######## game_sequencer ########
game_sequencer, routed metal, one color a layer:
Two of the layers only.
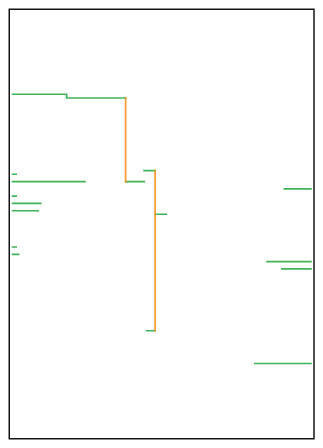

--- config.mk ---
export PLATFORM = sky130hd
export DESIGN_NAME = game_sequencer
export DESIGN_NICKNAME = d
export VERILOG_FILES = /design/src/rtl/frogger_pkg.sv /design/src/rtl/tick_timer.sv /design/src/rtl/game_sequencer.sv
export SDC_FILE = /design/constraint.sdc
export NUM_CORES = 1
export LEC_CHECK = 0
export CORE_ASPECT_RATIO = 1.5
export CORE_MARGIN = 5
export CORE_UTILIZATION = 40
export CTS_BUF_LIST = sky130_fd_sc_hd__clkbuf_2 sky130_fd_sc_hd__clkbuf_4 sky130_fd_sc_hd__clkbuf_8
export CTS_CLUSTER_DIAMETER = 30
export CTS_CLUSTER_SIZE = 24
export DETAILED_ROUTE_END_ITERATION = 8
export PLACE_DENSITY_LB_ADDON = 0.2
export SLEW_MARGIN = 20
export SYNTH_ARGS = -nofsm -noshare
export SYNTH_HDL_FRONTEND = slang
export SYNTH_HIERARCHICAL = 1
export SYNTH_SLANG_ARGS = --single-unit
--- constraint.sdc ---
create_clock -name clk -period 2.6 [get_ports clk]
set_input_delay 0.52 -clock clk [delete_from_list [all_inputs] [get_ports clk]]
set_output_delay 0.52 -clock clk [all_outputs]
set_load 0.01 [all_outputs]
--- src/rtl/frogger_pkg.sv ---
// frogger_pkg: shared phase encoding and default game constants for the Frogger play controller
package frogger_pkg;

    typedef enum logic [2:0] {
        IDLE     = 3'd0,
        PLAY     = 3'd1,
        DYING    = 3'd2,
        GAMEOVER = 3'd3,
        WIN      = 3'd4
    } phase_t;

    localparam int FROG_LIVES     = 3;
    localparam int FROG_DIE_TICKS = 8;
    localparam int FROG_WIN_GOALS = 5;

endpackage

--- src/rtl/tick_timer.sv ---
// tick_timer: 8-bit tick-enabled up counter with synchronous clear and terminal-count strobe
module tick_timer #(
    parameter int LIMIT = 8
) (
    input  logic clk,
    input  logic reset,
    input  logic clear,
    input  logic tick,
    output logic done
);

    logic [7:0] count;

    // clear has priority so the counter restarts from zero on the cycle it is requested
    always_ff @(posedge clk or negedge reset) begin
        if (!reset) count <= '0;
        else if (clear) count <= '0;
        else if (tick) count <= count + 8'd1;
    end

    assign done = tick && count == 8'(LIMIT - 1);

endmodule

--- src/rtl/game_sequencer.sv ---
// game_sequencer: Frogger play-state controller owning phase, lives, score and frog respawn
module game_sequencer
    import frogger_pkg::*;
#(
    parameter int LIVES     = FROG_LIVES,
    parameter int DIE_TICKS = FROG_DIE_TICKS,
    parameter int WIN_GOALS = FROG_WIN_GOALS
) (
    input  logic       clk,
    input  logic       reset,
    input  logic       start,
    input  logic       tick,
    input  logic       hit,
    input  logic       goal,
    output logic       run,
    output logic       frog_respawn,
    output logic       blink,
    output logic [3:0] lives_left,
    output logic [3:0] score,
    output logic [2:0] phase,
    output logic       game_over,
    output logic       win
);

    phase_t     state, state_nx;
    logic [3:0] lives_nx, score_nx, score_inc;
    logic       respawn_nx, run_nx, blink_nx, game_over_nx, win_nx;
    logic       dying, die_done;

    assign dying     = state == DYING;
    assign score_inc = score + 4'd1;
    assign phase     = state;

    // the death timer only advances inside DYING, so a tick in the entry cycle is never counted
    tick_timer #(.LIMIT(DIE_TICKS)) u_die_timer (
        .clk   (clk),
        .reset (reset),
        .clear (!dying || die_done),
        .tick  (tick && dying),
        .done  (die_done)
    );

    // state and every output are registered so they all move together one cycle after the cause
    always_ff @(posedge clk or negedge reset) begin
        if (!reset) begin
            state        <= IDLE;
            lives_left   <= 4'(LIVES);
            score        <= '0;
            frog_respawn <= 1'b0;
            run          <= 1'b0;
            blink        <= 1'b1;
            game_over    <= 1'b0;
            win          <= 1'b0;
        end else begin
            state        <= state_nx;
            lives_left   <= lives_nx;
            score        <= score_nx;
            frog_respawn <= respawn_nx;
            run          <= run_nx;
            blink        <= blink_nx;
            game_over    <= game_over_nx;
            win          <= win_nx;
        end
    end

    // phase transitions with the lives/score bookkeeping and respawn requests they cause
    always_comb begin
        state_nx   = state;
        lives_nx   = lives_left;
        score_nx   = score;
        respawn_nx = 1'b0;
        unique case (state)
            IDLE, GAMEOVER, WIN: begin
                if (start) begin
                    state_nx   = PLAY;
                    lives_nx   = 4'(LIVES);
                    score_nx   = '0;
                    respawn_nx = 1'b1;
                end
            end
            PLAY: begin
                if (hit) begin
                    state_nx = DYING;
                    lives_nx = lives_left - 4'd1;
                end else if (goal) begin
                    score_nx   = score_inc;
                    state_nx   = score_inc == 4'(WIN_GOALS) ? WIN : PLAY;
                    respawn_nx = score_inc != 4'(WIN_GOALS);
                end
            end
            DYING: begin
                if (die_done) begin
                    state_nx   = lives_left == 4'd0 ? GAMEOVER : PLAY;
                    respawn_nx = lives_left != 4'd0;
                end
            end
            default: state_nx = IDLE;
        endcase
    end

    // flags follow the upcoming phase; blink starts dark on DYING entry and flips on each counted tick
    always_comb begin
        run_nx       = state_nx == PLAY;
        game_over_nx = state_nx == GAMEOVER;
        win_nx       = state_nx == WIN;
        blink_nx     = state_nx != DYING ? 1'b1 : !dying ? 1'b0 : tick ? ~blink : blink;
    end

endmodule

######## nibble_serial_adder ########
$ cat src/rtl/nibble_serial_adder.sv
// Wide adder that reuses one 4-bit ripple-carry slice once per cycle, least
// significant nibble first, with a start/busy/done handshake.
module nibble_serial_adder #(
  parameter int unsigned NIBBLES = 4
) (
  input  logic                 clk,
  input  logic                 rst,
  input  logic                 start,
  input  logic [4*NIBBLES-1:0] a,
  input  logic [4*NIBBLES-1:0] b,
  input  logic                 cin,
  output logic                 busy,
  output logic                 done,
  output logic [4*NIBBLES-1:0] sum,
  output logic                 cout,
  output logic                 overflow
);

  localparam int unsigned W    = 4 * NIBBLES;
  localparam int unsigned IdxW = (NIBBLES > 1) ? $clog2(NIBBLES) : 1;

  typedef enum logic [1:0] {StIdle, StRun, StDone} state_e;

  state_e          state_q, state_d;
  logic [W-1:0]    a_q, b_q, res_q, sum_q;
  logic            carry_q, cout_q, ovf_q;
  logic [IdxW-1:0] idx_q;

  logic [3:0] rca_x, rca_y, rca_s;
  logic [4:0] rca_c;
  logic       rca_cout;
  logic       last;

  // Nibble mux feeding the single shared slice.
  always_comb begin
    rca_x = a_q[{idx_q, 2'b00} +: 4];
    rca_y = b_q[{idx_q, 2'b00} +: 4];
  end

  // 4-bit ripple-carry slice.
  always_comb begin
    rca_c    = '0;
    rca_s    = '0;
    rca_c[0] = carry_q;
    for (int i = 0; i < 4; i++) begin
      rca_s[i]   = rca_x[i] ^ rca_y[i] ^ rca_c[i];
      rca_c[i+1] = (rca_x[i] & rca_y[i]) | (rca_c[i] & (rca_x[i] ^ rca_y[i]));
    end
    rca_cout = rca_c[4];
  end

  assign last = (idx_q == IdxW'(NIBBLES - 1));

  always_comb begin
    state_d = state_q;
    unique case (state_q)
      StIdle:  if (start) state_d = StRun;
      StRun:   if (last) state_d = StDone;
      StDone:  state_d = StIdle;
      default: state_d = StIdle;
    endcase
  end

  always_ff @(posedge clk) begin
    if (rst) begin
      state_q <= StIdle;
      a_q     <= '0;
      b_q     <= '0;
      res_q   <= '0;
      sum_q   <= '0;
      carry_q <= 1'b0;
      cout_q  <= 1'b0;
      ovf_q   <= 1'b0;
      idx_q   <= '0;
    end else begin
      state_q <= state_d;
      case (state_q)
        StIdle: begin
          if (start) begin
            a_q     <= a;
            b_q     <= b;
            carry_q <= cin;
            idx_q   <= '0;
          end
        end
        StRun: begin
          res_q[{idx_q, 2'b00} +: 4] <= rca_s;
          carry_q                    <= rca_cout;
          if (last) begin
            // Publish the whole word at once so partial results never show.
            sum_q  <= {rca_s, res_q[W-5:0]};
            cout_q <= rca_cout;
            ovf_q  <= (a_q[W-1] == b_q[W-1]) && (rca_s[3] != a_q[W-1]);
          end else begin
            idx_q <= idx_q + IdxW'(1);
          end
        end
        default: ;
      endcase
    end
  end

  assign busy     = (state_q == StRun);
  assign done     = (state_q == StDone);
  assign sum      = sum_q;
  assign cout     = cout_q;
  assign overflow = ovf_q;

endmodule
$ cat config.mk
export PLATFORM = sky130hd
export DESIGN_NAME = nibble_serial_adder
export DESIGN_NICKNAME = d
export VERILOG_FILES = /design/src/rtl/nibble_serial_adder.sv
export SDC_FILE = /design/constraint.sdc
export NUM_CORES = 1
export LEC_CHECK = 0
export CELL_PAD_IN_SITES_DETAIL_PLACEMENT = 1
export CELL_PAD_IN_SITES_GLOBAL_PLACEMENT = 2
export CORE_MARGIN = 5
export CORE_UTILIZATION = 28
export CTS_CLUSTER_SIZE = 40
export DETAILED_ROUTE_END_ITERATION = 16
export GPL_TIMING_DRIVEN = 0
export PLACE_DENSITY_LB_ADDON = 0.1
export SYNTH_ARGS = -nofsm -noshare
export SYNTH_HDL_FRONTEND = slang
export SYNTH_SLANG_ARGS = --single-unit
$ cat constraint.sdc
create_clock -name clk -period 3.43 [get_ports clk]
set_input_delay 0.8575 -clock clk [delete_from_list [all_inputs] [get_ports clk]]
set_output_delay 0.8575 -clock clk [all_outputs]
set_load 0.02 [all_outputs]
game_sequencer, placement view:
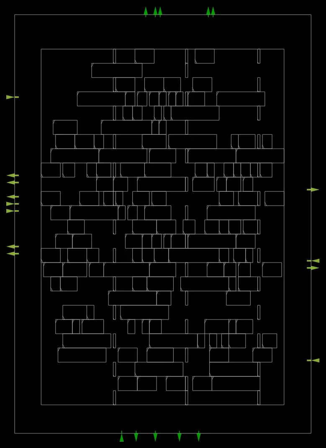
CORE AREA: 0.00316 mm²
Seq Cell Count: 24

Notes on 'routed metal, one color a layer' of game_sequencer above:
- M4: orange (wire length 45.6 µm)
- M3: green (wire length 87.1 µm)

==> flow_summary.toml, game_sequencer <==
# yosys + openroad results
[place]
placed_area_mm2 = 0.00158
gp_congestion = 0.775
dp_hpwl_um = 2120

[cells_and_area]
fin_area_mm2 = 0.00163
final_cell_mix = "dfrtp_1, clkdlybuf4s50_1, nor2_1, a21oi_1"
reg_top3 = "u_die_timer/count (8), lives_left (4), score (4)"
mi_logic_area_um2 = 651
syn_to_final_growth_pct = 25.0
clk_share = 0.0337
n_all_buffers = 26
regArea_um2 = 604
logic_gate_count = 89
regMostFlops = "u_die_timer/count"
buf_share = 0.152
clockBufferCount = 4
fillers = 289

[synth]
ff_type = "dfrtp_1"
syn_inst = 123
post-synth-top-area-cell = "dfrtp_1"
syn_avg_cell_area_um2 = 10.6
most_common_cell = "dfrtp_1"
ys_sh_mux = 0.0249
numSynthFlops = 24
topCellsByArea = "dfrtp_1, dfstp_2, ha_1"
synth_cell_types = 45
async_reset_ff_frac = 1.00

[status]
outcome = "completed"

[die]
std_cell_rows = 25
io_pins = 22

[timing]
fin_ws_ns = 0.311
max_freq_ghz = 0.437
skew_ns = 0.00653
hold_ws_ns = 0.564
post-route-min-period_ns = 2.29
finalClockPeriodUsage = 0.880
hold_viol_final = 0

[global_route]
grt_antenna_before_repair = 0
met3_usage = 0.0259
grt_start_max_net_pins = 25
grt_most_used_layer = "met2"

[detailed_routing]
via_per_inst = 5.25
postRouteAntennaNets = 0
drcViolationCount = 0
wirelength_um = 2720

[pwr]
power.density_mw_per_mm2 = 863
seq_power_share = 0.390
p_clk_frac = 0.176
pg_seq_mw = 0.550
power_clock_mw = 0.249
total_power_mw = 1.41
p_leak_nw = 0.685

[setup_path]
path_buffers = 0
worstPathRequired_ns = 2.74
rrSetupSlack_ns = 0.31
r2r_cells = 7
endpoint_kind = "flip-flop"
path_cells = "nor3b_1 > and2_1 > nand2_1 > nor4_1 > a21boi_0 > o22ai_1 > nor2b_1"
r2r_end = "game_over$_DFF_PN0_"

[min_path]
min_path_cells = 1
holdPathEnd = "lives_left[0]$_DFFE_PN1P_"

[clocking]
cts-buffers-inserted = 3
clk_latency_ns = 0.27
clock_sinks = 24
htree_levels = 1

[run]
max-cap-violations = 0
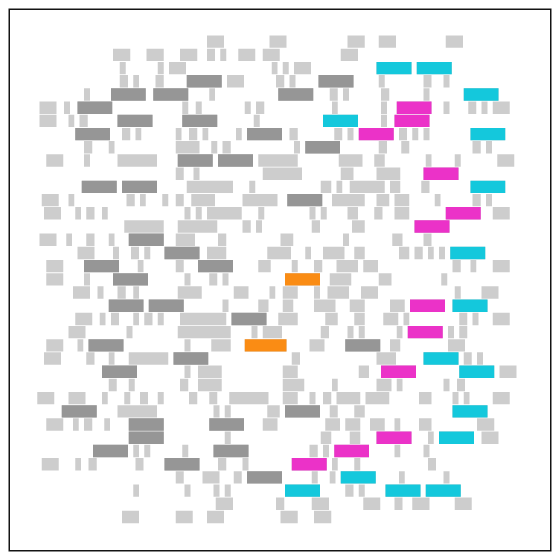
nibble_serial_adder: register map, names as in the netlist
- idx_q: orange (placed flops 2)
- sum: cyan (placed flops 16)
- res_q: magenta (placed flops 12)
- not colored: 37

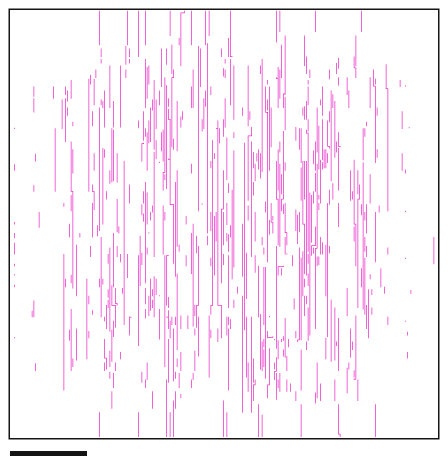
nibble_serial_adder: signal wires on met2
Bar = 20 µm.
- nets with wire on the layer: 350
- longest straight run: 49.3 µm
- main direction: vertical
- wire length on this layer: 3,980 µm

==> flow_summary.toml, nibble_serial_adder <==
# yosys + openroad results
[pwr]
p_sw_mw = 0.436
p_leak_nw = 1.35
power_clock_mw = 0.639
p_comb_mw = 0.246
top_power_group = "registers"
total_power_mw = 1.71

[clocking]
cts_root_buf = "clkbuf_8"
hold_buffers = 0
cts_tree = "built"
cts_buffer_depth = 2
clk_pin_slew_ns = 0.07
post_cts_buffers = 3
clk_latency_ns = 0.34
post_cts_resized = 6

[cells_and_area]
largest_class = "combinational gates"
syn_to_final_growth_pct = 32.5
mi_logic_area_mm2 = 0.00135
fin_area_mm2 = 0.00380
nets = 435
drive_gt1_frac = 0.117
utilization = 0.375
final_cell_mix = "nand2_1, dfxtp_1, clkdlybuf4s50_1, a21oi_1, inv_1"
flop-count = 67

[global_route]
grt_most_used_layer = "met2"

[detailed_routing]
met1_length_um = 3690
via_per_inst = 4.55
wl_per_cell_um = 15.2
routed.top_layer = "met4"

[setup_path]
rrSetupSlack_ns = 0.15
endpoint_kind = "flip-flop"
crit_arrival_ns = 3.52
slowest_delay_ns = 0.58
r2r_start = "idx_q[0]$_SDFFE_PP0P_"

[timing]
hold_ws_ns = 0.453
slew_headroom = 0.633
slew_viol_final = 0
hold_viol_final = 0

[synth]
synth_cell_types = 35
synth_adder_area_share = 0.0497
most_common_cell = "nand2_1"
topCellsByArea = "dfxtp_1, nand2_1, a21oi_1"
yosys_area_mm2 = 0.00287
fp_nets = 367
yosysWarningCount = 0
syn_inst = 322

[die]
die_area_mm2 = 0.0124

[min_path]
holdPathEnd = "sum[10]$_SDFFE_PP0P_"

[status]
outcome = "completed"


==> screenshots <==
I/O nets highlighted.
Bar = 20 µm.
picture 1
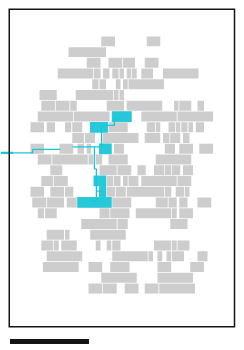
picture 2
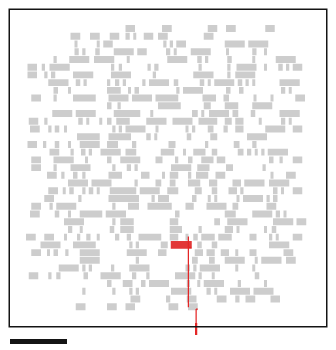
- nibble_serial_adder = picture 2
- game_sequencer = picture 1
- largest die: picture 2

